==================== power_rail_sequencer
Fig. 1: power_rail_sequencer, pin map
Pins as bars across the die edge, other pins in gray.
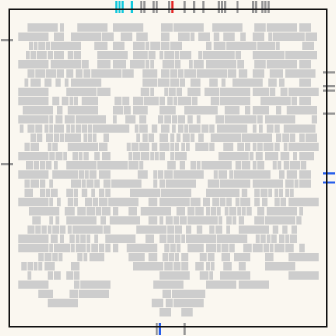

==> config.mk <==
export PLATFORM = sky130hd
export DESIGN_NAME = power_rail_sequencer
export DESIGN_NICKNAME = d
export VERILOG_FILES = /design/src/rtl/power_rail_sequencer.sv
export SDC_FILE = /design/constraint.sdc
export NUM_CORES = 1
export LEC_CHECK = 0
export CORE_MARGIN = 2
export CORE_UTILIZATION = 60
export CTS_CLUSTER_SIZE = 40
export DETAILED_ROUTE_END_ITERATION = 12
export GPL_TIMING_DRIVEN = 0
export PLACE_DENSITY = 0.88
export SETUP_SLACK_MARGIN = 0.4
export SYNTH_ARGS = -nofsm -noshare
export SYNTH_HDL_FRONTEND = slang
export SYNTH_SLANG_ARGS = --single-unit
==> constraint.sdc <==
create_clock -name wb_clk_i -period 8.41 [get_ports wb_clk_i]
set_clock_uncertainty 0.1 [all_clocks]
set_input_delay 1.682 -clock wb_clk_i [delete_from_list [all_inputs] [get_ports wb_clk_i]]
set_output_delay 1.682 -clock wb_clk_i [all_outputs]
set_load 0.01 [all_outputs]
==> src/rtl/power_rail_sequencer.sv <==
// Board power rail sequencer: ATX supply, FET gates, POL inhibits, MGT rails.
// Stages step up in order, gated by power-goods, and step down in reverse.
// A power-good that never arrives during power-up forces every rail off at once.
//
// Ports:
//   wb_clk_i / wb_rst_i              clock, asynchronous active-high reset
//   power_up / power_down            1-cycle command strobes (power_down also clears a fault)
//   power_up_done / power_down_done  1-cycle completion pulses
//   busy, fault, fault_stage, seq_state  status (seq_state: OFF=0 UP=1 ON=2 DOWN=3 FAULT=4)
//   ATX_*, G*_EN, TRACK_2V5, INHIBIT_*, MGT_*_EN  rail controls (registered, glitch-free)
//   ATX_PWR_OK, AUX_3V3_PG, MGT_*_PG  power-good inputs
//
// Build option: define PWR_SEQ_PG_MONITOR_EN to also watch the gating power-goods
// while ON; a power-good low for PG_DEGLITCH consecutive cycles forces a fault.
module power_rail_sequencer #(
  parameter logic [31:0] STEP_WAIT   = 32'h0003_ffff,
  parameter logic [31:0] PG_TIMEOUT  = 32'h003f_ffff,
  parameter logic [7:0]  PG_DEGLITCH = 8'd16
) (
  input  logic       wb_clk_i,
  input  logic       wb_rst_i,
  input  logic       power_up,
  input  logic       power_down,
  output logic       power_up_done,
  output logic       power_down_done,
  output logic       busy,
  output logic       fault,
  output logic [3:0] fault_stage,
  output logic [2:0] seq_state,
  output logic       ATX_PS_ON_N,
  input  logic       ATX_PWR_OK,
  output logic       G12V_EN,
  output logic       G5V_EN,
  output logic       G3V3_EN,
  input  logic       AUX_3V3_PG,
  output logic       TRACK_2V5,
  output logic       INHIBIT_2V5,
  output logic       INHIBIT_1V8,
  output logic       INHIBIT_1V5,
  output logic       INHIBIT_1V2,
  output logic       INHIBIT_1V0,
  output logic       MGT_AVCC_EN,
  output logic       MGT_AVTTX_EN,
  output logic       MGT_AVCCPLL_EN,
  input  logic       MGT_AVCC_PG,
  input  logic       MGT_AVTTX_PG,
  input  logic       MGT_AVCCPLL_PG
);

  typedef enum logic [2:0] {
    ST_OFF   = 3'd0,
    ST_UP    = 3'd1,
    ST_ON    = 3'd2,
    ST_DOWN  = 3'd3,
    ST_FAULT = 3'd4
  } state_t;

  typedef struct packed {
    logic atx_ps_on_n;
    logic g12v_en;
    logic g5v_en;
    logic g3v3_en;
    logic inhibit_2v5;
    logic track_2v5;
    logic inhibit_1v8;
    logic inhibit_1v5;
    logic inhibit_1v2;
    logic inhibit_1v0;
    logic mgt_avcc_en;
    logic mgt_avttx_en;
    logic mgt_avccpll_en;
  } rails_t;

  // Stage k means stages 1..k are active; stage 0 is everything off.
  function automatic rails_t decode_rails(input logic [3:0] stg);
    rails_t r;
    r.atx_ps_on_n    = !(stg >= 4'd1);
    r.g12v_en        =  (stg >= 4'd2);
    r.g5v_en         =  (stg >= 4'd3);
    r.g3v3_en        =  (stg >= 4'd4);
    r.inhibit_2v5    = !(stg >= 4'd5);
    r.track_2v5      =  (stg >= 4'd5);
    r.inhibit_1v8    = !(stg >= 4'd6);
    r.inhibit_1v5    = !(stg >= 4'd7);
    r.inhibit_1v2    = !(stg >= 4'd8);
    r.inhibit_1v0    = !(stg >= 4'd9);
    r.mgt_avcc_en    =  (stg >= 4'd10);
    r.mgt_avttx_en   =  (stg >= 4'd11);
    r.mgt_avccpll_en =  (stg >= 4'd12);
    return r;
  endfunction

  state_t      state_q, state_d;
  logic [3:0]  stage_q, stage_d;
  logic [31:0] dwell_q, dwell_d;
  logic [31:0] pgwait_q, pgwait_d;
  logic        up_done_q, up_done_d;
  logic        dn_done_q, dn_done_d;
  logic        fault_q, fault_d;
  logic [3:0]  fault_stage_q, fault_stage_d;
  rails_t      rails_q, rails_d;
  logic        gate_ok;

  // Power-good gating the current stage; ungated stages always pass.
  always_comb begin
    gate_ok = 1'b1;
    case (stage_q)
      4'd1:    gate_ok = ATX_PWR_OK;
      4'd4:    gate_ok = AUX_3V3_PG;
      4'd10:   gate_ok = MGT_AVCC_PG;
      4'd11:   gate_ok = MGT_AVTTX_PG;
      4'd12:   gate_ok = MGT_AVCCPLL_PG;
      default: gate_ok = 1'b1;
    endcase
  end

`ifdef PWR_SEQ_PG_MONITOR_EN
  // Index 0..4 maps to gating stages 1, 4, 10, 11, 12.
  logic [4:0]      pg_vec;
  logic [4:0][7:0] deg_q, deg_d;
  logic [4:0]      trip;
  logic            mon_fault;
  logic [3:0]      mon_stage;

  assign pg_vec = {MGT_AVCCPLL_PG, MGT_AVTTX_PG, MGT_AVCC_PG, AUX_3V3_PG, ATX_PWR_OK};

  always_comb begin
    deg_d     = '0;
    trip      = '0;
    mon_fault = 1'b0;
    mon_stage = 4'd0;
    for (int i = 0; i < 5; i++) begin
      if (state_q == ST_ON && !pg_vec[i]) begin
        deg_d[i] = (deg_q[i] == 8'hff) ? 8'hff : deg_q[i] + 8'd1;
        trip[i]  = (deg_d[i] >= PG_DEGLITCH);
      end
    end
    // Lowest stage index wins when several rails drop together.
    if      (trip[0]) begin mon_fault = 1'b1; mon_stage = 4'd1;  end
    else if (trip[1]) begin mon_fault = 1'b1; mon_stage = 4'd4;  end
    else if (trip[2]) begin mon_fault = 1'b1; mon_stage = 4'd10; end
    else if (trip[3]) begin mon_fault = 1'b1; mon_stage = 4'd11; end
    else if (trip[4]) begin mon_fault = 1'b1; mon_stage = 4'd12; end
  end

  always_ff @(posedge wb_clk_i or posedge wb_rst_i) begin
    if (wb_rst_i) deg_q <= '0;
    else          deg_q <= deg_d;
  end
`endif

  always_comb begin
    state_d       = state_q;
    stage_d       = stage_q;
    dwell_d       = dwell_q;
    pgwait_d      = pgwait_q;
    up_done_d     = 1'b0;
    dn_done_d     = 1'b0;
    fault_d       = 1'b0;
    fault_stage_d = fault_stage_q;

    case (state_q)
      ST_OFF: begin
        if (power_up && !power_down) begin
          state_d  = ST_UP;
          stage_d  = 4'd1;
          dwell_d  = '0;
          pgwait_d = '0;
        end
      end
      ST_UP: begin
        if (power_down) begin
          state_d = ST_DOWN;
          dwell_d = '0;
        end else if (dwell_q < STEP_WAIT) begin
          dwell_d = dwell_q + 32'd1;
        end else if (gate_ok) begin
          if (stage_q == 4'd12) begin
            state_d   = ST_ON;
            up_done_d = 1'b1;
          end else begin
            stage_d  = stage_q + 4'd1;
            dwell_d  = '0;
            pgwait_d = '0;
          end
        end else if (pgwait_q >= PG_TIMEOUT) begin
          state_d       = ST_FAULT;
          stage_d       = 4'd0;
          fault_d       = 1'b1;
          fault_stage_d = stage_q;
        end else begin
          pgwait_d = pgwait_q + 32'd1;
        end
      end
      ST_ON: begin
        if (power_down) begin
          state_d = ST_DOWN;
          dwell_d = '0;
        end
`ifdef PWR_SEQ_PG_MONITOR_EN
        else if (mon_fault) begin
          state_d       = ST_FAULT;
          stage_d       = 4'd0;
          fault_d       = 1'b1;
          fault_stage_d = mon_stage;
        end
`endif
      end
      ST_DOWN: begin
        if (dwell_q < STEP_WAIT) begin
          dwell_d = dwell_q + 32'd1;
        end else if (stage_q <= 4'd1) begin
          state_d   = ST_OFF;
          stage_d   = 4'd0;
          dn_done_d = 1'b1;
        end else begin
          stage_d = stage_q - 4'd1;
          dwell_d = '0;
        end
      end
      ST_FAULT: begin
        if (power_down) begin
          state_d   = ST_OFF;
          dn_done_d = 1'b1;
        end
      end
      default: begin
        state_d = ST_OFF;
        stage_d = 4'd0;
      end
    endcase

    // Decoding the next stage puts rail changes on the same edge as the stage change.
    rails_d = decode_rails(stage_d);
  end

  always_ff @(posedge wb_clk_i or posedge wb_rst_i) begin
    if (wb_rst_i) begin
      state_q       <= ST_OFF;
      stage_q       <= 4'd0;
      dwell_q       <= '0;
      pgwait_q      <= '0;
      up_done_q     <= 1'b0;
      dn_done_q     <= 1'b0;
      fault_q       <= 1'b0;
      fault_stage_q <= 4'd0;
      rails_q       <= decode_rails(4'd0);
    end else begin
      state_q       <= state_d;
      stage_q       <= stage_d;
      dwell_q       <= dwell_d;
      pgwait_q      <= pgwait_d;
      up_done_q     <= up_done_d;
      dn_done_q     <= dn_done_d;
      fault_q       <= fault_d;
      fault_stage_q <= fault_stage_d;
      rails_q       <= rails_d;
    end
  end

  assign power_up_done   = up_done_q;
  assign power_down_done = dn_done_q;
  assign fault           = fault_q;
  assign fault_stage     = fault_stage_q;
  assign seq_state       = state_q;
  assign busy            = (state_q == ST_UP) || (state_q == ST_DOWN);

  assign ATX_PS_ON_N    = rails_q.atx_ps_on_n;
  assign G12V_EN        = rails_q.g12v_en;
  assign G5V_EN         = rails_q.g5v_en;
  assign G3V3_EN        = rails_q.g3v3_en;
  assign INHIBIT_2V5    = rails_q.inhibit_2v5;
  assign TRACK_2V5      = rails_q.track_2v5;
  assign INHIBIT_1V8    = rails_q.inhibit_1v8;
  assign INHIBIT_1V5    = rails_q.inhibit_1v5;
  assign INHIBIT_1V2    = rails_q.inhibit_1v2;
  assign INHIBIT_1V0    = rails_q.inhibit_1v0;
  assign MGT_AVCC_EN    = rails_q.mgt_avcc_en;
  assign MGT_AVTTX_EN   = rails_q.mgt_avttx_en;
  assign MGT_AVCCPLL_EN = rails_q.mgt_avccpll_en;

endmodule

==================== obc_shift_accumulator_flat
**src/rtl/obc_shift_accumulator_if.sv**
```systemverilog
// Handshake and data bundle between the OBC shift-accumulator, its sample source,
// the coefficient ROM and the result consumer.
interface obc_shift_accumulator_if #(
    parameter int DATA_W = 32,
    parameter int NBITS  = 16
);
    logic              start;
    logic [NBITS-1:0]  x_a;
    logic [NBITS-1:0]  x_b;
    logic [DATA_W-1:0] init_word;
    logic              s1;
    logic              s2;
    logic [DATA_W-1:0] rom_word;
    logic              busy;
    logic [DATA_W-1:0] y;
    logic              y_valid;
    logic              sat;

    modport master (
        output start, x_a, x_b, init_word, rom_word,
        input  s1, s2, busy, y, y_valid, sat
    );

    modport slave (
        input  start, x_a, x_b, init_word, rom_word,
        output s1, s2, busy, y, y_valid, sat
    );
endinterface

```
**src/rtl/obc_shift_accumulator.sv**
```systemverilog
// Bit-serial OBC distributed-arithmetic accumulator: streams two samples LSB-first
// as ROM selects and shift-accumulates the returned words into one saturated term.
module obc_shift_accumulator #(
    parameter int DATA_W = 32,
    parameter int NBITS  = 16
) (
    input logic clk,
    input logic rst,
    obc_shift_accumulator_if.slave bus
);
    localparam int K_W   = (NBITS > 1) ? $clog2(NBITS) : 1;
    localparam int ACC_W = DATA_W + 2;
    localparam logic [K_W-1:0] K_LAST = K_W'(NBITS - 1);

    typedef enum logic {IDLE, RUN} state_t;

    state_t                   state;
    logic [K_W-1:0]           k;
    logic [NBITS-1:0]         sa;
    logic [NBITS-1:0]         sb;
    logic signed [ACC_W-1:0]  acc;
    logic signed [ACC_W-1:0]  rom_ext;
    logic signed [ACC_W-1:0]  init_ext;
    logic signed [ACC_W-1:0]  sum;
    logic signed [ACC_W-1:0]  final_val;
    logic [ACC_W-DATA_W:0]    hi;
    logic                     clip;
    logic [DATA_W-1:0]        y_sat;
    logic [DATA_W-1:0]        y_q;
    logic                     y_valid_q;
    logic                     sat_q;
    logic                     busy_q;

    // The result fits DATA_W only if every bit above the DATA_W sign bit repeats it.
    always_comb begin
        rom_ext   = {{2{bus.rom_word[DATA_W-1]}}, bus.rom_word};
        init_ext  = {{2{bus.init_word[DATA_W-1]}}, bus.init_word};
        sum       = acc + rom_ext;
        final_val = acc - rom_ext;
        hi        = final_val[ACC_W-1:DATA_W-1];
        clip      = (hi != '0) && (hi != '1);
        if (!clip) begin
            y_sat = final_val[DATA_W-1:0];
        end else if (final_val[ACC_W-1]) begin
            y_sat = {1'b1, {(DATA_W-1){1'b0}}};
        end else begin
            y_sat = {1'b0, {(DATA_W-1){1'b1}}};
        end
    end

    always_ff @(posedge clk or posedge rst) begin
        if (rst) begin
            state     <= IDLE;
            k         <= '0;
            acc       <= '0;
            sa        <= '0;
            sb        <= '0;
            y_q       <= '0;
            y_valid_q <= 1'b0;
            sat_q     <= 1'b0;
            busy_q    <= 1'b0;
        end else begin
            y_valid_q <= 1'b0;
            case (state)
                IDLE: begin
                    if (bus.start) begin
                        sa     <= bus.x_a;
                        sb     <= bus.x_b;
                        acc    <= init_ext;
                        k      <= '0;
                        busy_q <= 1'b1;
                        state  <= RUN;
                    end
                end
                RUN: begin
                    sa <= sa >> 1;
                    sb <= sb >> 1;
                    // The sign-bit weight is negative, so the last word is subtracted unshifted.
                    if (k == K_LAST) begin
                        y_q       <= y_sat;
                        sat_q     <= clip;
                        y_valid_q <= 1'b1;
                        busy_q    <= 1'b0;
                        state     <= IDLE;
                    end else begin
                        acc <= sum >>> 1;
                        k   <= k + K_W'(1);
                    end
                end
                default: state <= IDLE;
            endcase
        end
    end

    assign bus.s1      = (state == RUN) & sa[0];
    assign bus.s2      = (state == RUN) & sb[0];
    assign bus.busy    = busy_q;
    assign bus.y       = y_q;
    assign bus.y_valid = y_valid_q;
    assign bus.sat     = sat_q;
endmodule

```
**src/flat_wrapper.sv**
```systemverilog
// flat-port wrapper written by rule: the top's interface ports become plain ports
module obc_shift_accumulator_flat 
#(
    parameter int DATA_W = 32,
    parameter int NBITS  = 16
)
  (clk, rst, bus_start, bus_x_a, bus_x_b, bus_init_word, bus_rom_word, bus_s1, bus_s2, bus_busy, bus_y, bus_y_valid, bus_sat);
  obc_shift_accumulator_if #(.DATA_W(DATA_W), .NBITS(NBITS)) bus_i ();
  input logic clk;
  input logic rst;
  input wire logic [$bits(bus_i.start)-1:0] bus_start;
  input wire logic [$bits(bus_i.x_a)-1:0] bus_x_a;
  input wire logic [$bits(bus_i.x_b)-1:0] bus_x_b;
  input wire logic [$bits(bus_i.init_word)-1:0] bus_init_word;
  input wire logic [$bits(bus_i.rom_word)-1:0] bus_rom_word;
  output wire logic [$bits(bus_i.s1)-1:0] bus_s1;
  output wire logic [$bits(bus_i.s2)-1:0] bus_s2;
  output wire logic [$bits(bus_i.busy)-1:0] bus_busy;
  output wire logic [$bits(bus_i.y)-1:0] bus_y;
  output wire logic [$bits(bus_i.y_valid)-1:0] bus_y_valid;
  output wire logic [$bits(bus_i.sat)-1:0] bus_sat;
  assign bus_i.start = bus_start;
  assign bus_i.x_a = bus_x_a;
  assign bus_i.x_b = bus_x_b;
  assign bus_i.init_word = bus_init_word;
  assign bus_i.rom_word = bus_rom_word;
  assign bus_s1 = bus_i.s1;
  assign bus_s2 = bus_i.s2;
  assign bus_busy = bus_i.busy;
  assign bus_y = bus_i.y;
  assign bus_y_valid = bus_i.y_valid;
  assign bus_sat = bus_i.sat;
  obc_shift_accumulator #(.DATA_W(DATA_W), .NBITS(NBITS)) u_core (.clk(clk), .rst(rst), .bus(bus_i));
endmodule
```
**config.mk**
```make
export PLATFORM = sky130hd
export DESIGN_NAME = obc_shift_accumulator_flat
export DESIGN_NICKNAME = d
export VERILOG_FILES = /design/src/rtl/obc_shift_accumulator_if.sv /design/src/rtl/obc_shift_accumulator.sv /design/src/flat_wrapper.sv
export SDC_FILE = /design/constraint.sdc
export NUM_CORES = 1
export LEC_CHECK = 0
export CAP_MARGIN = 5
export CORE_UTILIZATION = 35
export CTS_CLUSTER_DIAMETER = 120
export CTS_CLUSTER_SIZE = 40
export DETAILED_ROUTE_END_ITERATION = 8
export PLACE_DENSITY_LB_ADDON = 0.25
export SLEW_MARGIN = 20
export SYNTH_ARGS = -nofsm -noshare
export SYNTH_HDL_FRONTEND = slang
export SYNTH_SLANG_ARGS = --single-unit
```
**constraint.sdc**
```tcl
create_clock -name clk -period 3.05 [get_ports clk]
set_clock_uncertainty 0.1 [all_clocks]
set_input_delay 0.4575 -clock clk [delete_from_list [all_inputs] [get_ports clk]]
set_output_delay 0.4575 -clock clk [all_outputs]
set_load 0.02 [all_outputs]
```
Fig. 2: obc_shift_accumulator_flat, pin map
Pins as bars across the die edge, other pins in gray.
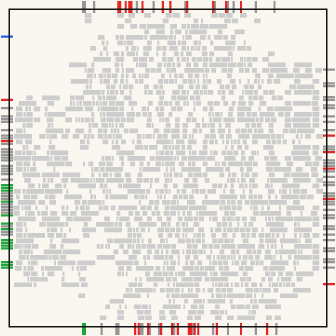
[blue] `clk` | pins: 1 | direction: input | edge: west
[red] `bus_rom_word` | pins: 32 | direction: input | edge: 13 south, 12 north, 5 east, 2 west
[green] `bus_x_a` | pins: 16 | direction: input | edge: 14 west, 2 south
all pins by edge: 45 west, 40 east, 28 south, 23 north

==> run notes, obc_shift_accumulator_flat <==
Numbers from the implementation run.

The run finished, with violations left. The final reports fail on negative setup slack. Of the cells placed in the final design, the portion with a size suffix greater than 1 is 28.1%. Endpoints with negative setup slack in the final report add up to 19.

Max-slew check failures listed in the final report amount to 0. Looking at the power breakdown, sequential logic takes 18.3% of the total. Leaving out buffers and inverters, the combinational logic in the layout accounts for 0.00577 mm2. Pin placement for this block handled 136 I/O pins.

Per the post-synthesis report, the number of cells in the design is 1010. Of the total power, the clock network draws 9.2%. Looking at the hold checks, the worst path lands on u_core.bus.busy.

The commonest cells after synthesis are sky130_fd_sc_hd__nand2_1, sky130_fd_sc_hd__dfrtp_1, sky130_fd_sc_hd__o21ai_0. The headroom to the max-slew limit is 47.4%. The sequential cells in the finished layout cover a total of 0.00263 mm2. The number of cells reported by Yosys stat comes to 1010. The post-synth count of flops with an enable pin is 0.

The worst register-to-register path ends at u_core.bus.y[1]. After routing, the total negative slack on setup checks comes to -0.448 ns. Looking at the reg2reg group, the worst path starts from u_core.acc[0]. Entering global routing, the biggest net connects 47 pins. The worst setup slack after layout is -0.0607 ns. The first-pass iteration count of the detailed router is 5. Wire segments on met3 add up to 1.52 mm in the final route. The sequential power reported by the tool is 2.54 mW. Total power for the finished layout comes to 13.9 mW. Counting every sink on the clock net gives 105. The gate-level netlist out of Yosys references 74 unique cell types. The highest clock rate is 0.321 GHz.
[obc_shift_accumulator_flat: worst max path at each step]
stage / slack, ns / depth (start not counted) / startpoint / endpoint
2_1_floorplan: 0.02 / 14 / bus_rom_word[0] / u_core.bus.y[15]
3_3_place_gp: -0.96 / 14 / bus_rom_word[0] / u_core.acc[19]
3_5_place_dp: -0.96 / 14 / bus_rom_word[0] / u_core.acc[19]
4_1_cts: -0.12 / 14 / u_core.acc[0] / u_core.bus.y[1]
5_1_grt: -0.15 / 15 / u_core.acc[0] / u_core.acc[27]
6_report: -0.06 / 11 / bus_rom_word[30] / u_core.bus.y[1]
[obc_shift_accumulator_flat: sequential cells by signal, indices dropped and copies added (netlist names)]
register	count
u_core.k	4
u_core.bus.y_valid	1
u_core.bus.busy	1
u_core.sb	16
u_core.bus.y	32
u_core.state	1
u_core.sa	16
u_core.bus.sat	1
u_core.acc	33
[obc_shift_accumulator_flat: area by class of cell]
| type | instances | share of cell area (%) |
|---|---|---|
| inverters | 67 | 2.03 |
| clock inverters | 7 | 0.659 |
| well taps | 319 | 3.14 |
| repair buffers | 395 | 26.4 |
| flip-flops and latches | 105 | 20.7 |
| multi-input cells | 777 | 45.4 |
| clock buffers | 9 | 1.77 |
Fig. 3: power_rail_sequencer, where the registers sit
Other sequential cells in the stronger gray, the rest of the logic in the fainter gray.
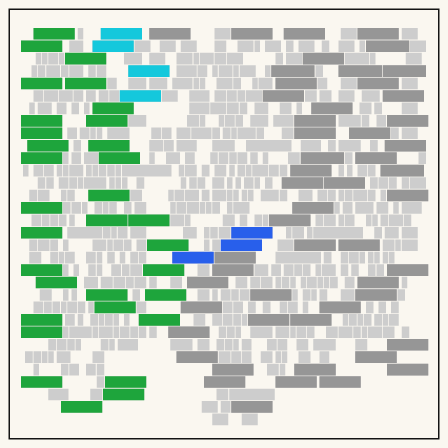
[blue] `seq_state` | sequential cells: 3
[cyan] `fault_stage` | sequential cells: 4 | where: north-west
[green] `pgwait_q` | sequential cells: 32
not colored: 52
post-route core utilization: 71.1%
Seq group: 0.526 mW
sequential share of cell area: 41.4%

Fig. 4: power_rail_sequencer, clock wiring as the flow saved it
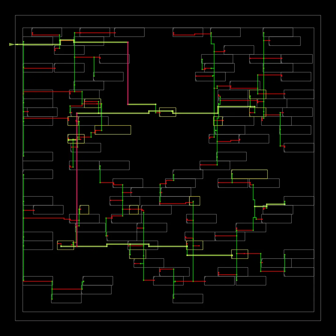
clk sinks: 91
Clock group: 0.330 mW
count of flip-flops and latches: 91
clk_buf instances: 9
latest clock arrival within the worst-skew pair: 0.37 ns

About Fig. 1:
[red] `MGT_AVCCPLL_PG` | pins: 1 | direction: input | edge: north
[cyan] `fault_stage` | pins: 4 | direction: output | edge: north
[blue] `seq_state` | pins: 3 | direction: output | edge: 2 east, 1 south
all pins by edge: 22 north, 6 east, 3 south, 2 west

==> run notes, power_rail_sequencer <==
Numbers from the implementation run.

The final number of max-transition violations is 0. The number of antenna violations at the first check in global routing was 0. The report lists the number of standard-cell rows as 32.

The maximum number of pins on one net before global-route repair is 48. The DRC marker count from the first detailed-route iteration is 448. OpenROAD emitted warnings numbering 30. The power in combinational cells is 0.328 mW. The synthesis log from Yosys contains 0 warnings. The met2 wire length is 5.77 mm. The critical path start-end classification is in -> reg. The number of buffers inserted during clock tree synthesis is 9.

Yosys stat counts 518 cells in the synthesized netlist. The family with the most delay on the worst path is AND-OR/OR-AND gates. After the last flow step, the layout net total stands at 578. In the synthesized netlist, the number of instances is 518. The flow ran to the end, and the final reports show no timing, DRC or antenna violations. Per the post-route antenna check, the number of violating nets is 0.

Looking at the critical path, the single cell with the biggest stage delay is sky130_fd_sc_hd__a311oi_1. TritonCTS built the clock tree. The library cell used as clock root buffer is sky130_fd_sc_hd__clkbuf_8. The final critical path takes up 50.4% of the cycle. The total net switching power is 0.394 mW.

Setup repair after global routing left no endpoint under its margin. The fraction of layout instances using a drive strength above 1 is 9.17%.
==> power_rail_sequencer: final timing paths <==
check / endpoint / from / slack [ns] / cells past startpoint
setup reg to reg: TRACK_2V5 / stage_q[0] / 4.86 / 10
hold / removal: pgwait_q[15] / pgwait_q[15] / 0.38 / 1
max in group asynchronous: ATX_PS_ON_N / wb_rst_i / 5.91 / 3
hold reg to reg: pgwait_q[15] / pgwait_q[15] / 0.38 / 1
setup / recovery: TRACK_2V5 / MGT_AVTTX_PG / 4.18 / 9
min in group asynchronous: dwell_q[28] / wb_rst_i / 1.63 / 2
==> power_rail_sequencer: final cells by class <==
type                       count  area [um2]  area share [%]
clock buffer                   9         124            2.24
sequential                    91        2280            41.4
timing repair buffer          33         348            6.30
tap                          102         128            2.31
multi-input combinational    386        2360            42.8
clock inverter                 7         100            1.81
inverter                      14        55.1           0.998
buffer                        27         115            2.09
==> power_rail_sequencer: kinds of logic after synthesis <==
kind of cell	after synthesis	synth area share (%)
AOI/OAI and AO/OA	157	22.2
xor gates and xnor gates	1	0.182
adders and majority gates	7	1.82
buffers and inverters	41	3.48
DFF	91	47.4
muxes	5	1.14
and+or+nand+nor	216	23.8

==> layout pictures side by side <==
Selected gate families.
panel A
Scale bar: 20 um.
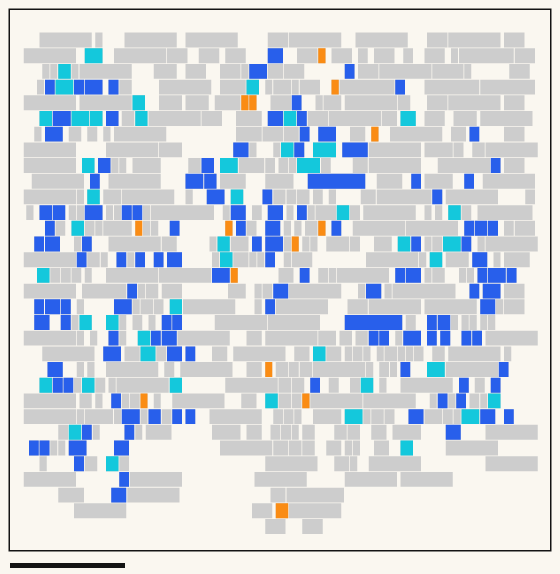
panel B
Scale bar: 50 um.
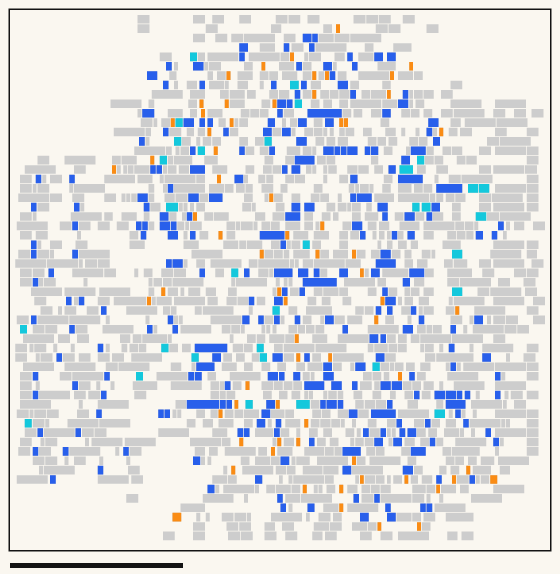
power_rail_sequencer -> panel A
obc_shift_accumulator_flat -> panel B
Of these, most cells: panel B
Of these, largest die: panel B


==================== shape_motion_ctrl
Fig. 5: shape_motion_ctrl, selected gate families
Scale bar: 20 um.
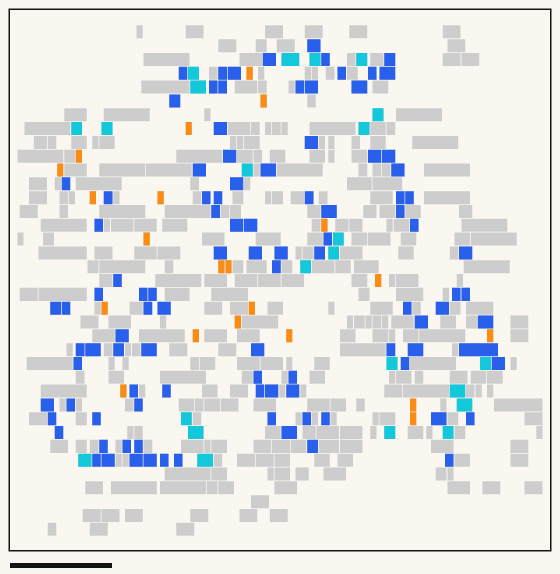

File: src/rtl/shape_motion_ctrl.sv
// shape_motion_ctrl
// Owns the square-shape position/size registers that feed the renderer. On every
// FRAME_DIV-th falling edge of vertical sync (start of the sync pulse, inside
// vertical blanking) it runs a three-cycle update: resize, move X, move Y.
//
// Ports:
//   iClk        pixel clock
//   iRst        asynchronous active-low reset
//   iVS         vertical sync, active-low pulse
//   iEnable     1 = run, 0 = pause (frame ticks ignored)
//   iSizeUp     grow request, level, sampled in the SIZE state
//   iSizeDown   shrink request, level, sampled in the SIZE state
//   oShapeX     box left edge
//   oShapeY     box top edge
//   oShapeSize  box side length
//   oDirX       1 = moving right
//   oDirY       1 = moving down
//   oFrameTick  one-cycle pulse, the cycle after each iVS falling edge
//   oBusy       high while an update is in progress
module shape_motion_ctrl #(
    parameter int unsigned WIDTH     = 640,
    parameter int unsigned HEIGHT    = 480,
    parameter int unsigned INIT_X    = 0,
    parameter int unsigned INIT_Y    = 0,
    parameter int unsigned INIT_SIZE = 32,
    parameter int unsigned MIN_SIZE  = 8,
    parameter int unsigned MAX_SIZE  = 128,
    parameter int unsigned STEP      = 2,
    parameter int unsigned FRAME_DIV = 1
) (
    input  logic       iClk,
    input  logic       iRst,
    input  logic       iVS,
    input  logic       iEnable,
    input  logic       iSizeUp,
    input  logic       iSizeDown,
    output logic [9:0] oShapeX,
    output logic [9:0] oShapeY,
    output logic [9:0] oShapeSize,
    output logic       oDirX,
    output logic       oDirY,
    output logic       oFrameTick,
    output logic       oBusy
);

    typedef enum logic [1:0] {StIdle, StSize, StMoveX, StMoveY} state_e;

    localparam logic [10:0] Width11  = 11'(WIDTH);
    localparam logic [10:0] Height11 = 11'(HEIGHT);
    localparam logic [10:0] Step11   = 11'(STEP);
    localparam logic [10:0] Min11    = 11'(MIN_SIZE);
    localparam logic [10:0] Max11    = 11'(MAX_SIZE);
    localparam logic [3:0]  Div4     = 4'(FRAME_DIV);

    state_e      state_q, state_d;
    logic        vs_q;
    logic        frame_tick_q;
    logic        tick;
    logic [3:0]  cnt_q, cnt_d;
    logic [9:0]  x_q, x_d, y_q, y_d, size_q, size_d;
    logic        dir_x_q, dir_x_d, dir_y_q, dir_y_d;
    logic [10:0] size11;
    logic [10:0] step_res;

    // One axis step with edge bounce; returns {new_dir, new_pos}. All sums are
    // 11 bits wide so pos+STEP+size cannot wrap for legal parameters.
    function automatic logic [10:0] step_axis(input logic [9:0] pos, input logic [9:0] sz,
                                              input logic [10:0] lim, input logic dir);
        logic [10:0] p;
        logic [10:0] s;
        p = {1'b0, pos};
        s = {1'b0, sz};
        if (dir) begin
            // Also re-clamps a box that a grow pushed past the far edge.
            if (p + Step11 + s >= lim) return {1'b0, 10'(lim - s)};
            return {1'b1, 10'(p + Step11)};
        end
        if (p <= Step11) return {1'b1, 10'd0};
        return {1'b0, 10'(p - Step11)};
    endfunction

    // Start of the active-low sync pulse.
    assign tick   = vs_q & ~iVS;
    assign size11 = {1'b0, size_q};

    always_comb begin
        state_d  = state_q;
        cnt_d    = cnt_q;
        x_d      = x_q;
        y_d      = y_q;
        size_d   = size_q;
        dir_x_d  = dir_x_q;
        dir_y_d  = dir_y_q;
        step_res = '0;
        unique case (state_q)
            StIdle: begin
                // The FSM leaves IDLE on the raw tick so that oFrameTick and the
                // first busy cycle coincide; ticks while busy never reach here.
                if (tick && iEnable) begin
                    if (cnt_q + 4'd1 >= Div4) begin
                        cnt_d   = '0;
                        state_d = StSize;
                    end else begin
                        cnt_d = cnt_q + 4'd1;
                    end
                end
            end
            StSize: begin
                if (iSizeUp && !iSizeDown && (size11 + Step11 <= Max11)) begin
                    size_d = 10'(size11 + Step11);
                end else if (iSizeDown && !iSizeUp && (size11 >= Min11 + Step11)) begin
                    size_d = 10'(size11 - Step11);
                end
                state_d = StMoveX;
            end
            StMoveX: begin
                step_res = step_axis(x_q, size_q, Width11, dir_x_q);
                dir_x_d  = step_res[10];
                x_d      = step_res[9:0];
                state_d  = StMoveY;
            end
            StMoveY: begin
                step_res = step_axis(y_q, size_q, Height11, dir_y_q);
                dir_y_d  = step_res[10];
                y_d      = step_res[9:0];
                state_d  = StIdle;
            end
            default: state_d = StIdle;
        endcase
    end

    always_ff @(posedge iClk or negedge iRst) begin
        if (!iRst) begin
            state_q      <= StIdle;
            vs_q         <= 1'b1;
            frame_tick_q <= 1'b0;
            cnt_q        <= '0;
            x_q          <= 10'(INIT_X);
            y_q          <= 10'(INIT_Y);
            size_q       <= 10'(INIT_SIZE);
            dir_x_q      <= 1'b1;
            dir_y_q      <= 1'b1;
        end else begin
            state_q      <= state_d;
            vs_q         <= iVS;
            frame_tick_q <= tick;
            cnt_q        <= cnt_d;
            x_q          <= x_d;
            y_q          <= y_d;
            size_q       <= size_d;
            dir_x_q      <= dir_x_d;
            dir_y_q      <= dir_y_d;
        end
    end

    assign oShapeX    = x_q;
    assign oShapeY    = y_q;
    assign oShapeSize = size_q;
    assign oDirX      = dir_x_q;
    assign oDirY      = dir_y_q;
    assign oFrameTick = frame_tick_q;
    assign oBusy      = (state_q != StIdle);

endmodule

File: config.mk
export PLATFORM = sky130hd
export DESIGN_NAME = shape_motion_ctrl
export DESIGN_NICKNAME = d
export VERILOG_FILES = /design/src/rtl/shape_motion_ctrl.sv
export SDC_FILE = /design/constraint.sdc
export NUM_CORES = 1
export LEC_CHECK = 0
export CAP_MARGIN = 20
export CORE_UTILIZATION = 34
export CTS_CLUSTER_DIAMETER = 60
export DETAILED_ROUTE_END_ITERATION = 8
export PLACE_DENSITY = 0.53
export SYNTH_ARGS = -nofsm -noshare
export SYNTH_HDL_FRONTEND = slang
export SYNTH_SLANG_ARGS = --single-unit
File: constraint.sdc
create_clock -name iClk -period 8.6 [get_ports iClk]
set_input_delay 2.15 -clock iClk [delete_from_list [all_inputs] [get_ports iClk]]
set_output_delay 2.15 -clock iClk [all_outputs]
set_load 0.01 [all_outputs]
==================== abus_arbiter
$ cat config.mk
export PLATFORM = sky130hd
export DESIGN_NAME = abus_arbiter
export DESIGN_NICKNAME = d
export VERILOG_FILES = /design/src/rtl/abus_arbiter.sv
export SDC_FILE = /design/constraint.sdc
export NUM_CORES = 1
export LEC_CHECK = 0
export ABC_CLOCK_PERIOD_IN_PS = 1400
export CAP_MARGIN = 20
export CORE_ASPECT_RATIO = 0.5
export CORE_MARGIN = 2
export CORE_UTILIZATION = 37
export DETAILED_ROUTE_END_ITERATION = 8
export PLACE_DENSITY = 0.76
export SYNTH_ARGS = -nofsm -noshare
export SYNTH_HDL_FRONTEND = slang
export SYNTH_SLANG_ARGS = --single-unit
$ cat constraint.sdc
create_clock -name clk -period 1.4 [get_ports clk]
set_input_delay 0.28 -clock clk [delete_from_list [all_inputs] [get_ports clk]]
set_output_delay 0.28 -clock clk [all_outputs]
set_load 0.005 [all_outputs]
$ cat src/rtl/abus_arbiter.sv
// abus_arbiter: round-robin owner of the shared abus, one valid/ready transaction per grant with slave timeout
module abus_arbiter #(
  parameter int NREQ    = 2,
  parameter int AW      = 8,
  parameter int DW      = 16,
  parameter int TIMEOUT = 16
) (
  input  logic               clk,
  input  logic               rst_n,
  input  logic [NREQ-1:0]    req_i,
  input  logic [NREQ-1:0]    req_we_i,
  input  logic [NREQ*AW-1:0] req_addr_i,
  input  logic [NREQ*DW-1:0] req_wdata_i,
  output logic [NREQ-1:0]    gnt_o,
  output logic [NREQ-1:0]    done_o,
  output logic               err_o,
  output logic [DW-1:0]      rdata_o,
  output logic               bus_valid_o,
  output logic               bus_we_o,
  output logic [AW-1:0]      bus_addr_o,
  output logic [DW-1:0]      bus_data_o,
  input  logic               bus_ready_i,
  input  logic [DW-1:0]      bus_rdata_i
);
  localparam int IW = NREQ > 1 ? $clog2(NREQ) : 1;
  localparam int CW = TIMEOUT > 1 ? $clog2(TIMEOUT) : 1;
  typedef enum logic [1:0] {IDLE, BUS, DONE} state_t;
  state_t          state, state_n;
  logic [IW-1:0]   ptr, ptr_n, win, win_n, pick;
  logic            pick_ok, we_q, we_n, err_q, err_n, tmo;
  logic [AW-1:0]   addr_q, addr_n;
  logic [DW-1:0]   data_q, data_n, rdata_q, rdata_n;
  logic [CW-1:0]   cnt, cnt_n;
  logic [NREQ-1:0] win_oh;
  // lowest offset from ptr wins, so scan downward and let the last hit stick
  always_comb begin
    pick = '0;
    pick_ok = 1'b0;
    for (int i = NREQ - 1; i >= 0; i--)
      if (req_i[IW'((int'(ptr) + i) % NREQ)]) begin
        pick = IW'((int'(ptr) + i) % NREQ);
        pick_ok = 1'b1;
      end
  end
  assign tmo = (TIMEOUT != 0) && (cnt == CW'(TIMEOUT - 1));
  always_comb begin
    state_n = state;
    ptr_n = ptr;
    win_n = win;
    we_n = we_q;
    addr_n = addr_q;
    data_n = data_q;
    rdata_n = rdata_q;
    err_n = err_q;
    cnt_n = cnt;
    case (state)
      IDLE: if (pick_ok) begin
        state_n = BUS;
        win_n = pick;
        we_n = req_we_i[pick];
        addr_n = req_addr_i[int'(pick)*AW +: AW];
        data_n = req_wdata_i[int'(pick)*DW +: DW];
      end
      BUS: if (bus_ready_i) begin
        state_n = DONE;
        rdata_n = we_q ? '0 : bus_rdata_i;
      end else if (tmo) begin
        state_n = DONE;
        rdata_n = '0;
        err_n = 1'b1;
      end else cnt_n = cnt + 1'b1;
      DONE: begin
        state_n = IDLE;
        ptr_n = (win == IW'(NREQ - 1)) ? '0 : win + 1'b1;
        cnt_n = '0;
        err_n = 1'b0;
      end
      default: state_n = IDLE;
    endcase
  end
  always_ff @(posedge clk or negedge rst_n)
    if (!rst_n) begin
      state <= IDLE;
      ptr <= '0;
      win <= '0;
      we_q <= 1'b0;
      addr_q <= '0;
      data_q <= '0;
      rdata_q <= '0;
      err_q <= 1'b0;
      cnt <= '0;
    end else begin
      state <= state_n;
      ptr <= ptr_n;
      win <= win_n;
      we_q <= we_n;
      addr_q <= addr_n;
      data_q <= data_n;
      rdata_q <= rdata_n;
      err_q <= err_n;
      cnt <= cnt_n;
    end
  assign win_oh = NREQ'(1) << win;
  assign gnt_o = state != IDLE ? win_oh : '0;
  assign done_o = state == DONE ? win_oh : '0;
  assign err_o = state == DONE && err_q;
  assign rdata_o = state == DONE ? rdata_q : '0;
  assign bus_valid_o = state == BUS;
  assign bus_we_o = bus_valid_o && we_q;
  assign bus_addr_o = bus_valid_o ? addr_q : '0;
  assign bus_data_o = bus_valid_o ? data_q : '0;
endmodule


==> notes/layouts.md <==
Pictures saved along the way, in no particular order.

Clock wiring as the flow saved it.
(a)
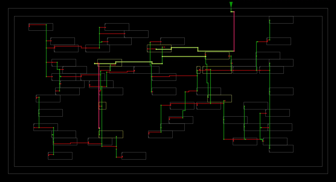
(b)
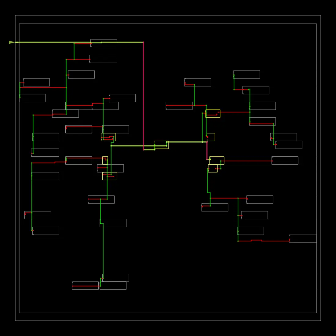
The one with the most sequential cells is (a).
(a) -> abus_arbiter
(b) -> shape_motion_ctrl

Fig. 6: abus_arbiter, where the registers sit
Other sequential cells in the stronger gray, the rest of the logic in the fainter gray.
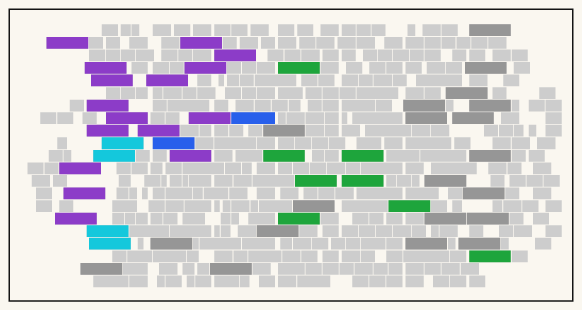
[green] `addr_q` | sequential cells: 8
[purple] `rdata_q` | sequential cells: 16
[cyan] `cnt` | sequential cells: 4
[blue] `state` | sequential cells: 2

Fig. 7: abus_arbiter, pin map
Pins as bars across the die edge, other pins in gray.
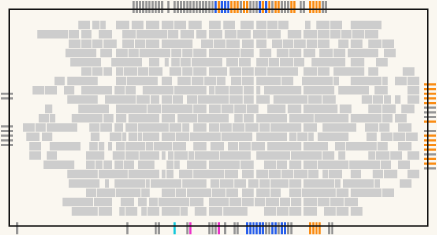
[blue] `req_addr_i` | pins: 16 | direction: input | edge: 10 south, 6 north
[magenta] `done_o` | pins: 2 | direction: output | edge: south
[cyan] `bus_valid_o` | pins: 1 | direction: output | edge: south
[orange] `req_wdata_i` | pins: 32 | direction: input | edge: 16 north, 12 east, 4 south
all pins by edge: 58 north, 35 south, 18 east, 7 west

==> run notes, abus_arbiter <==
Numbers from the implementation run.

The number of vias per cell is 5.21. For met3 alone, demand over resource in global routing was 5.02%. The remaining antenna violation count is 0.

The flow ran to the end, but the final reports show violations. The DRC marker count from the first detailed-route iteration is 195. The area fraction of clock buffers and clock inverters is 3.24%. The die boundary width is 122 um. The proportion of power drawn by combinational gates is 62.4%. Routability-driven placement finished with a final weighted congestion of 0.860. After layout the signal buffers, clock cells excluded, come to 36.2% of cell area. Per the synthesis report, the adder-cell share of the synthesized area is 2.44%.

Per the CTS log, the maximum H-tree level is 2. In this build the clock could be raised as far as 0.548 GHz. The number of rows in the core area is 21. The library cells used most frequently in the layout, excluding fill and tap cells, are sky130_fd_sc_hd__clkdlybuf4s50_1, sky130_fd_sc_hd__buf_6, sky130_fd_sc_hd__dfrtp_1. The kind of end point of the critical path is a flop. The final reports fail on negative setup slack. The most common logic cell in the final layout is sky130_fd_sc_hd__clkdlybuf4s50_1.

The most critical hold endpoint after final layout shows a slack of 0.495 ns. The part of the total power dissipated in the clock network is 12.5%. The final tally of setup violations is 96. The worst setup slack after layout is -0.424 ns. The worst clock skew is 0.00427 ns. In the post-route report, total wirelength is listed as 10.3 mm.
==> abus_arbiter: per-stage QoR <==
stage	total power, mW	area, um2	instances	setup WS, ns	setup TNS [ns]
detailed placement	6.58	3980	458	-0.341	-22.15
CTS	10.7	5080	493	-0.410	-24.17
global placement	6.41	3980	458	-0.317	-19.49
floorplan	4.64	2580	247	-0.0225	-0.0244
finish	11.2	5130	493	-0.424	-24.57
global route	11.7	5130	493	-0.449	-28.13
==> abus_arbiter: sequential cells by signal, indices dropped and copies added (netlist names) <==
register,count
ptr,1
data_q,16
addr_q,8
err_q,1
state,2
win,1
we_q,1
cnt,4
rdata_q,16
==> abus_arbiter: path summary, 6_finish.rpt <==
| check | slack [ns] | start | end |
|---|---|---|---|
| max reg2reg | -0.42 | state[0] | cnt[3] |
| max in group asynchronous | 0.65 | rst_n | state[0] |
| min | 0.49 | rst_n | err_q |
| max | -0.42 | state[0] | cnt[3] |
| min in group clk | 0.50 | rdata_q[5] | rdata_q[5] |
| min reg2reg | 0.50 | rdata_q[5] | rdata_q[5] |
==> abus_arbiter: routing by layer <==
layer	share of wire, %	vias to the layer above
li1	-	1158
met5	0	-
met1	39	1304
met4	2.4	0
met2	54	83
met3	4.1	22
Fig. 8: shape_motion_ctrl, pin map
Pins as bars across the die edge, other pins in gray.
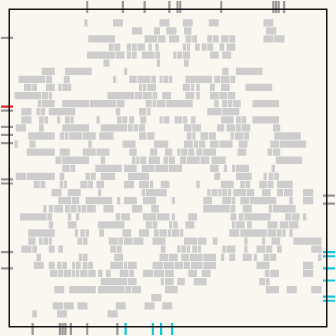
[cyan] `oShapeSize` | pins: 10 | direction: output | edge: 6 east, 4 south
[red] `oBusy` | pins: 1 | direction: output | edge: west
all pins by edge: 11 south, 11 north, 10 west, 8 east
quantity of I/O buffers inserted on ports: 36
Die Wd: 106 um
die height: 106 um

Fig. 9: shape_motion_ctrl, where the registers sit
Other sequential cells in the stronger gray, the rest of the logic in the fainter gray.
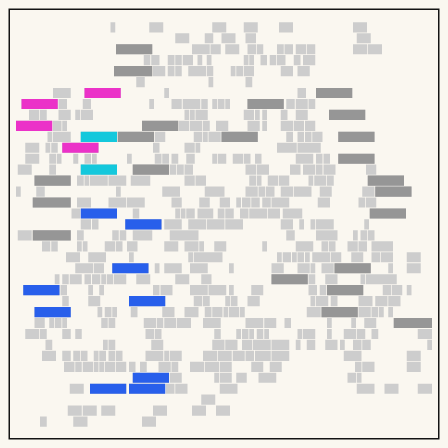
[cyan] `state_q` | sequential cells: 2
[blue] `oShapeY` | sequential cells: 9
[magenta] `cnt_q` | sequential cells: 4 | where: north-west

About Fig. 5:
[cyan] AND and OR gates | cells: 23 | where: all over the die
[blue] inverting AOI/OAI gates | cells: 102
[orange] inverters | cells: 21
most used logic cell in the final layout: sky130_fd_sc_hd__nand2_1
final standard cell count with taps included and fillers excluded: 602

==> run notes, shape_motion_ctrl <==
Numbers from the implementation run.

The routed design uses 370 um of met3 wire. In this run, synthesis inferred 0 flip-flops with an integrated enable. The final hold slack is 0.495 ns. The remaining antenna violation count is 0. The report puts the cell count of the worst reg-to-reg path at 12. Leaving out the clock tree, the finished layout contains an inverter count of 21.

Non-clock buffers make up 8.66% of the layout cell area. STA lists the startpoint of the worst hold path as cnt_q[2]. The flow ran to the end, and the final reports show no timing, DRC or antenna violations. The mapped cell area is 0.00370 mm2. The number of clock buffers added by TritonCTS is 5.

The met2 wire length is 4.61 mm. The report lists the number of cells resized after CTS as 0. The global routing report lists met1 layer usage as 25.6%. For this configuration, the core starts out at a cell density of 35.5%. In this run, placement finished with an instance count of 594. The final timing report counts setup violations totalling 0.

The synthesis-stage register bit count is 37. The proportion of power drawn by combinational gates is 62.9%. The number of top-level pins is 40. The most critical setup path has its endpoint at oShapeSize[3]. The slew at the pin with the worst max-slew slack is 0.897 ns.

The area fraction of clock buffers and clock inverters is 2.15%. There are 37 flip-flops and latches.
[shape_motion_ctrl: power groups by stage]
| stage | logic (mW) | clock network, mW | registers (mW) |
|---|---|---|---|
| 6_report | 0.847 | 0.129 | 0.371 |
| 4_1_cts | 0.846 | 0.133 | 0.370 |
| 5_1_grt | 0.948 | 0.140 | 0.387 |
| 3_5_place_dp | 0.842 | 0 | 0.374 |
| 2_1_floorplan | 0.632 | 0 | 0.312 |
| 3_3_place_gp | 0.834 | 0 | 0.372 |
[shape_motion_ctrl: metrics by stage]
| step | utilization (%) | power, mW | setup WS, ns | instance area (um2) |
|---|---|---|---|---|
| floorplan | - | 0.944 | 5.24 | 3710 |
| global placement | 39.4 | 1.21 | 4.64 | 4100 |
| detailed placement | 39.4 | 1.22 | 4.60 | 4100 |
| CTS | 40.2 | 1.35 | 4.76 | 4190 |
| global route | 40.2 | 1.48 | 4.67 | 4190 |
| finish | 40.2 | 1.35 | 4.75 | 4190 |
[shape_motion_ctrl: sequential cells by signal, summed over array words and instances (netlist names)]
signal	flops
oShapeSize	9
oShapeX	9
oShapeY	9
cnt_q	4
state_q	2
oDirX	1
oDirY	1
oFrameTick	1
vs_q	1

==================== fetch_unit
### config.mk
export PLATFORM = sky130hd
export DESIGN_NAME = fetch_unit
export DESIGN_NICKNAME = d
export VERILOG_FILES = /design/src/rtl/fetch_unit.sv
export SDC_FILE = /design/constraint.sdc
export NUM_CORES = 1
export LEC_CHECK = 0
export ABC_AREA = 1
export CAP_MARGIN = 20
export CORE_UTILIZATION = 51
export DETAILED_ROUTE_END_ITERATION = 7
export HOLD_SLACK_MARGIN = 0.06
export PLACE_DENSITY = 0.77
export REMOVE_ABC_BUFFERS = 1
export SLEW_MARGIN = 20
export SYNTH_ARGS = -nofsm -noshare
export SYNTH_HDL_FRONTEND = slang
export SYNTH_SLANG_ARGS = --single-unit
### constraint.sdc
create_clock -name clk -period 6.08 [get_ports clk]
set_clock_uncertainty 0.1 [all_clocks]
set_input_delay 0.608 -clock clk [delete_from_list [all_inputs] [get_ports clk]]
set_output_delay 0.608 -clock clk [all_outputs]
set_load 0.005 [all_outputs]
### src/rtl/fetch_unit.sv
// fetch_unit: sequential instruction fetch with credit-limited prefetch FIFO and redirect flushing
module fetch_unit #(
  parameter int XLEN = 32,
  parameter int DEPTH = 4,
  parameter logic [XLEN-1:0] RESET_PC = '0
) (
  input  logic            clk,
  input  logic            reset,
  output logic            imem_req_valid,
  input  logic            imem_req_ready,
  output logic [XLEN-1:0] imem_req_addr,
  input  logic            imem_rsp_valid,
  input  logic [31:0]     imem_rsp_data,
  input  logic            redirect_valid,
  input  logic [XLEN-1:0] redirect_pc,
  output logic            instr_valid,
  input  logic            instr_ready,
  output logic [31:0]     instr_data,
  output logic [XLEN-1:0] instr_pc
);
  localparam int PW = $clog2(DEPTH);
  localparam int CW = $clog2(DEPTH + 1);
  localparam logic [XLEN-1:0] START_PC = RESET_PC & ~XLEN'(3);

  logic [XLEN-1:0] fetch_pc_q, fetch_pc_d, rsp_pc_q, rsp_pc_d, target_pc;
  logic [CW-1:0]   live_q, live_d, drop_q, drop_d, count_q, count_d;
  logic [PW-1:0]   head_q, head_d, tail_q, tail_d;
  logic [31:0]     data_q [DEPTH];
  logic [XLEN-1:0] pc_q [DEPTH];
  logic [CW+1:0]   credit;
  logic [CW:0]     drop_sum;
  logic            fire, pop, accept, discard, rsp_owed;

  // handshakes and response classification; a response during a redirect is never written
  always_comb begin
    credit         = {2'b00, live_q} + {2'b00, drop_q} + {2'b00, count_q};
    imem_req_valid = reset & ~redirect_valid & (credit < (CW + 2)'(DEPTH));
    imem_req_addr  = fetch_pc_q;
    fire           = imem_req_valid & imem_req_ready;
    instr_valid    = count_q != '0;
    instr_data     = data_q[head_q];
    instr_pc       = pc_q[head_q];
    pop            = instr_valid & instr_ready;
    rsp_owed       = (live_q != '0) | (drop_q != '0);
    discard        = imem_rsp_valid & (drop_q != '0);
    accept         = imem_rsp_valid & (drop_q == '0) & (live_q != '0) & ~redirect_valid;
    target_pc      = redirect_pc & ~XLEN'(3);
    drop_sum       = {1'b0, drop_q} + {1'b0, live_q} + (CW + 1)'(fire) - (CW + 1)'(imem_rsp_valid & rsp_owed);
  end

  // next state: a redirect turns every outstanding request into one to discard and empties the buffer
  always_comb begin
    fetch_pc_d = redirect_valid ? target_pc : fire ? fetch_pc_q + XLEN'(4) : fetch_pc_q;
    rsp_pc_d   = redirect_valid ? target_pc : accept ? rsp_pc_q + XLEN'(4) : rsp_pc_q;
    live_d     = redirect_valid ? '0 : live_q + CW'(fire) - CW'(accept);
    drop_d     = redirect_valid ? drop_sum[CW-1:0] : drop_q - CW'(discard);
    count_d    = redirect_valid ? '0 : count_q + CW'(accept) - CW'(pop);
    head_d     = redirect_valid ? '0 : head_q + PW'(pop);
    tail_d     = redirect_valid ? '0 : tail_q + PW'(accept);
  end

  // control state register with asynchronous reset abandoning all in-flight requests
  always_ff @(posedge clk or negedge reset) begin
    if (!reset) begin
      fetch_pc_q <= START_PC;
      rsp_pc_q   <= START_PC;
      live_q     <= '0;
      drop_q     <= '0;
      count_q    <= '0;
      head_q     <= '0;
      tail_q     <= '0;
    end else begin
      fetch_pc_q <= fetch_pc_d;
      rsp_pc_q   <= rsp_pc_d;
      live_q     <= live_d;
      drop_q     <= drop_d;
      count_q    <= count_d;
      head_q     <= head_d;
      tail_q     <= tail_d;
    end
  end

  // buffer storage needs no reset; validity comes from count
  always_ff @(posedge clk) begin
    if (accept) begin
      data_q[tail_q] <= imem_rsp_data;
      pc_q[tail_q]   <= rsp_pc_q;
    end
  end
endmodule
Fig. 10: fetch_unit, where the registers sit
Other sequential cells in the stronger gray, the rest of the logic in the fainter gray.
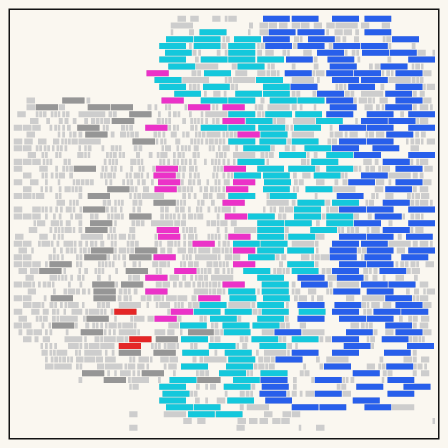
[magenta] `rsp_pc_q` | sequential cells: 30
[red] `live_q` | sequential cells: 3
[blue] `data_q` | sequential cells: 128 | where: a column on the right
[cyan] `pc_q` | sequential cells: 120

==> run notes <==
Numbers from the implementation run.

The run finished with clean final reports. The worst hold path class is in -> async. The post-placement cell area is 0.0164 mm2. The mapped cell area is 0.0145 mm2. During I/O placement, the number of pins put on the boundary was 168. The detail route stage leaves a number of antenna-violating nets equal to 0. The vertical die dimension reported for this design is 171 um. Per the detail_route report, vias per standard cell equal 5.56. The share of the synthesized area in the top cell type is 51.3%.

The met2 track utilization from global routing is 38.5%. The kind of end point of the critical path is a primary output. The placement summary gives the final routability congestion estimate as 0.958. The largest registers in the layout are data_q x128, pc_q x120. The number of rows in the core area is 61. The yosys cell count is 1400.

In this run the maximum-capacitance check reported violations numbering 0. By area the synthesized netlist is led by sky130_fd_sc_hd__edfxtp_1, sky130_fd_sc_hd__dfrtp_1, sky130_fd_sc_hd__nand2_1. IR analysis of the VDD net gives a maximum drop of 0.231 mV.
Fig. 11: fetch_unit, clock wiring as the flow saved it
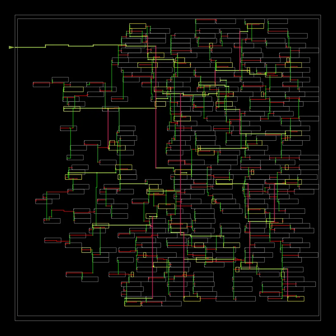
cts bufs inserted: 34
count of flip-flops and latches: 321
Clock group: 2.03 mW
clk sinks: 321
latest clock arrival within the worst-skew pair: 0.52 ns

critical path: stages, from the launching register on:
cell,delay (ns)
sky130_fd_sc_hd__dfrtp_4,0.69
sky130_fd_sc_hd__clkinv_2,0.75
sky130_fd_sc_hd__buf_4,0.58
sky130_fd_sc_hd__o21ai_0,0.28
sky130_fd_sc_hd__o22ai_1,0.10
sky130_fd_sc_hd__clkdlybuf4s50_1,0.45
final timing paths:
path                                        start                end  slack [ns]  depth (start not counted)
worst max-delay path                    head_q[0]     instr_data[30]        1.96                          5
worst min-delay path                        reset   imem_req_addr[2]        0.26                          2
worst max register to register          live_q[1]          drop_q[1]        2.04                         13
worst min register to register  imem_req_addr[31]  imem_req_addr[31]        0.47                          2
max in group asynchronous                   reset          head_q[0]        4.90                          2
min in group clk                imem_req_addr[31]  imem_req_addr[31]        0.47                          2
report_power, final:
part | internal, mW | leakage (nW) | switching (mW)
registers | 2.49 | 3.13 | 0.214
clock network | 1.20 | 0.539 | 0.832
logic | 0.823 | 2.84 | 0.909
final cells by class:
cell class              count  area, um2
clock buffers              48        965
clock inverters            14        140
fillers                  2179      10400
inverters                  81        313
multi-input cells         936       4640
flip-flops and latches    321       9280
well taps                 378        473
repair buffers            172       1680


## Gallery

Wiring by layer.
picture 1
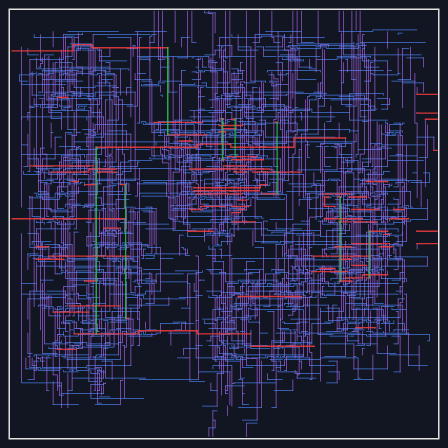
picture 2
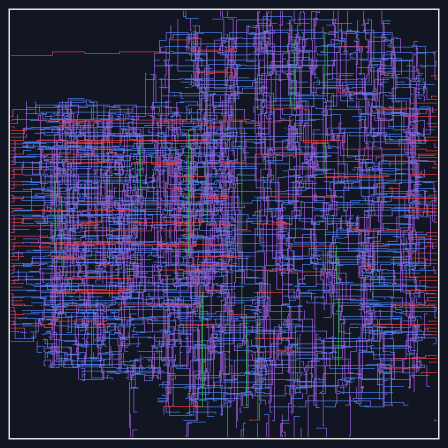
picture 3
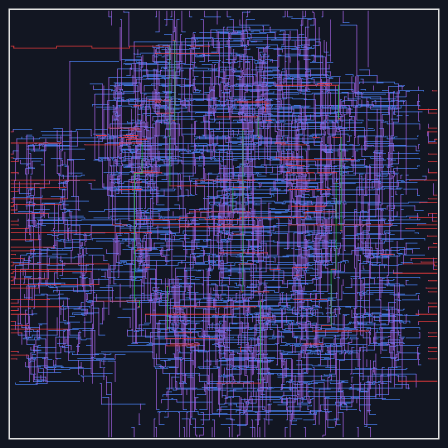
picture 4
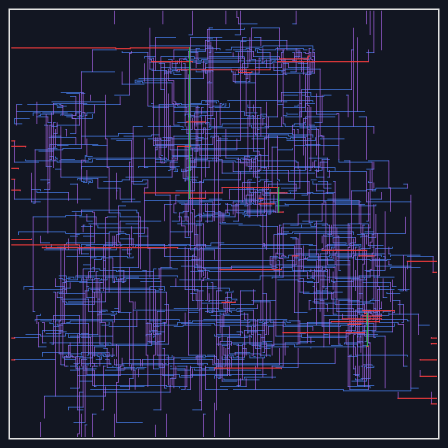
picture 5
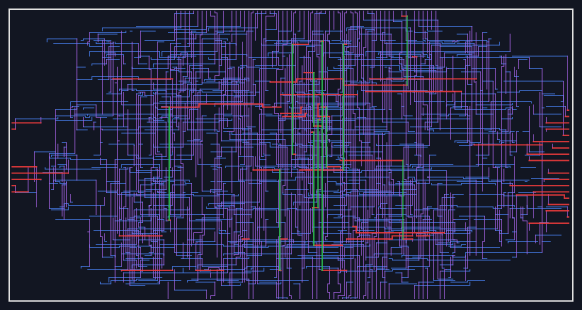
Of these, most wire: picture 2
- power_rail_sequencer = picture 1
- abus_arbiter = picture 5
- shape_motion_ctrl = picture 4
- fetch_unit = picture 2
- obc_shift_accumulator_flat = picture 3

Power and IR drop assume default switching activity.
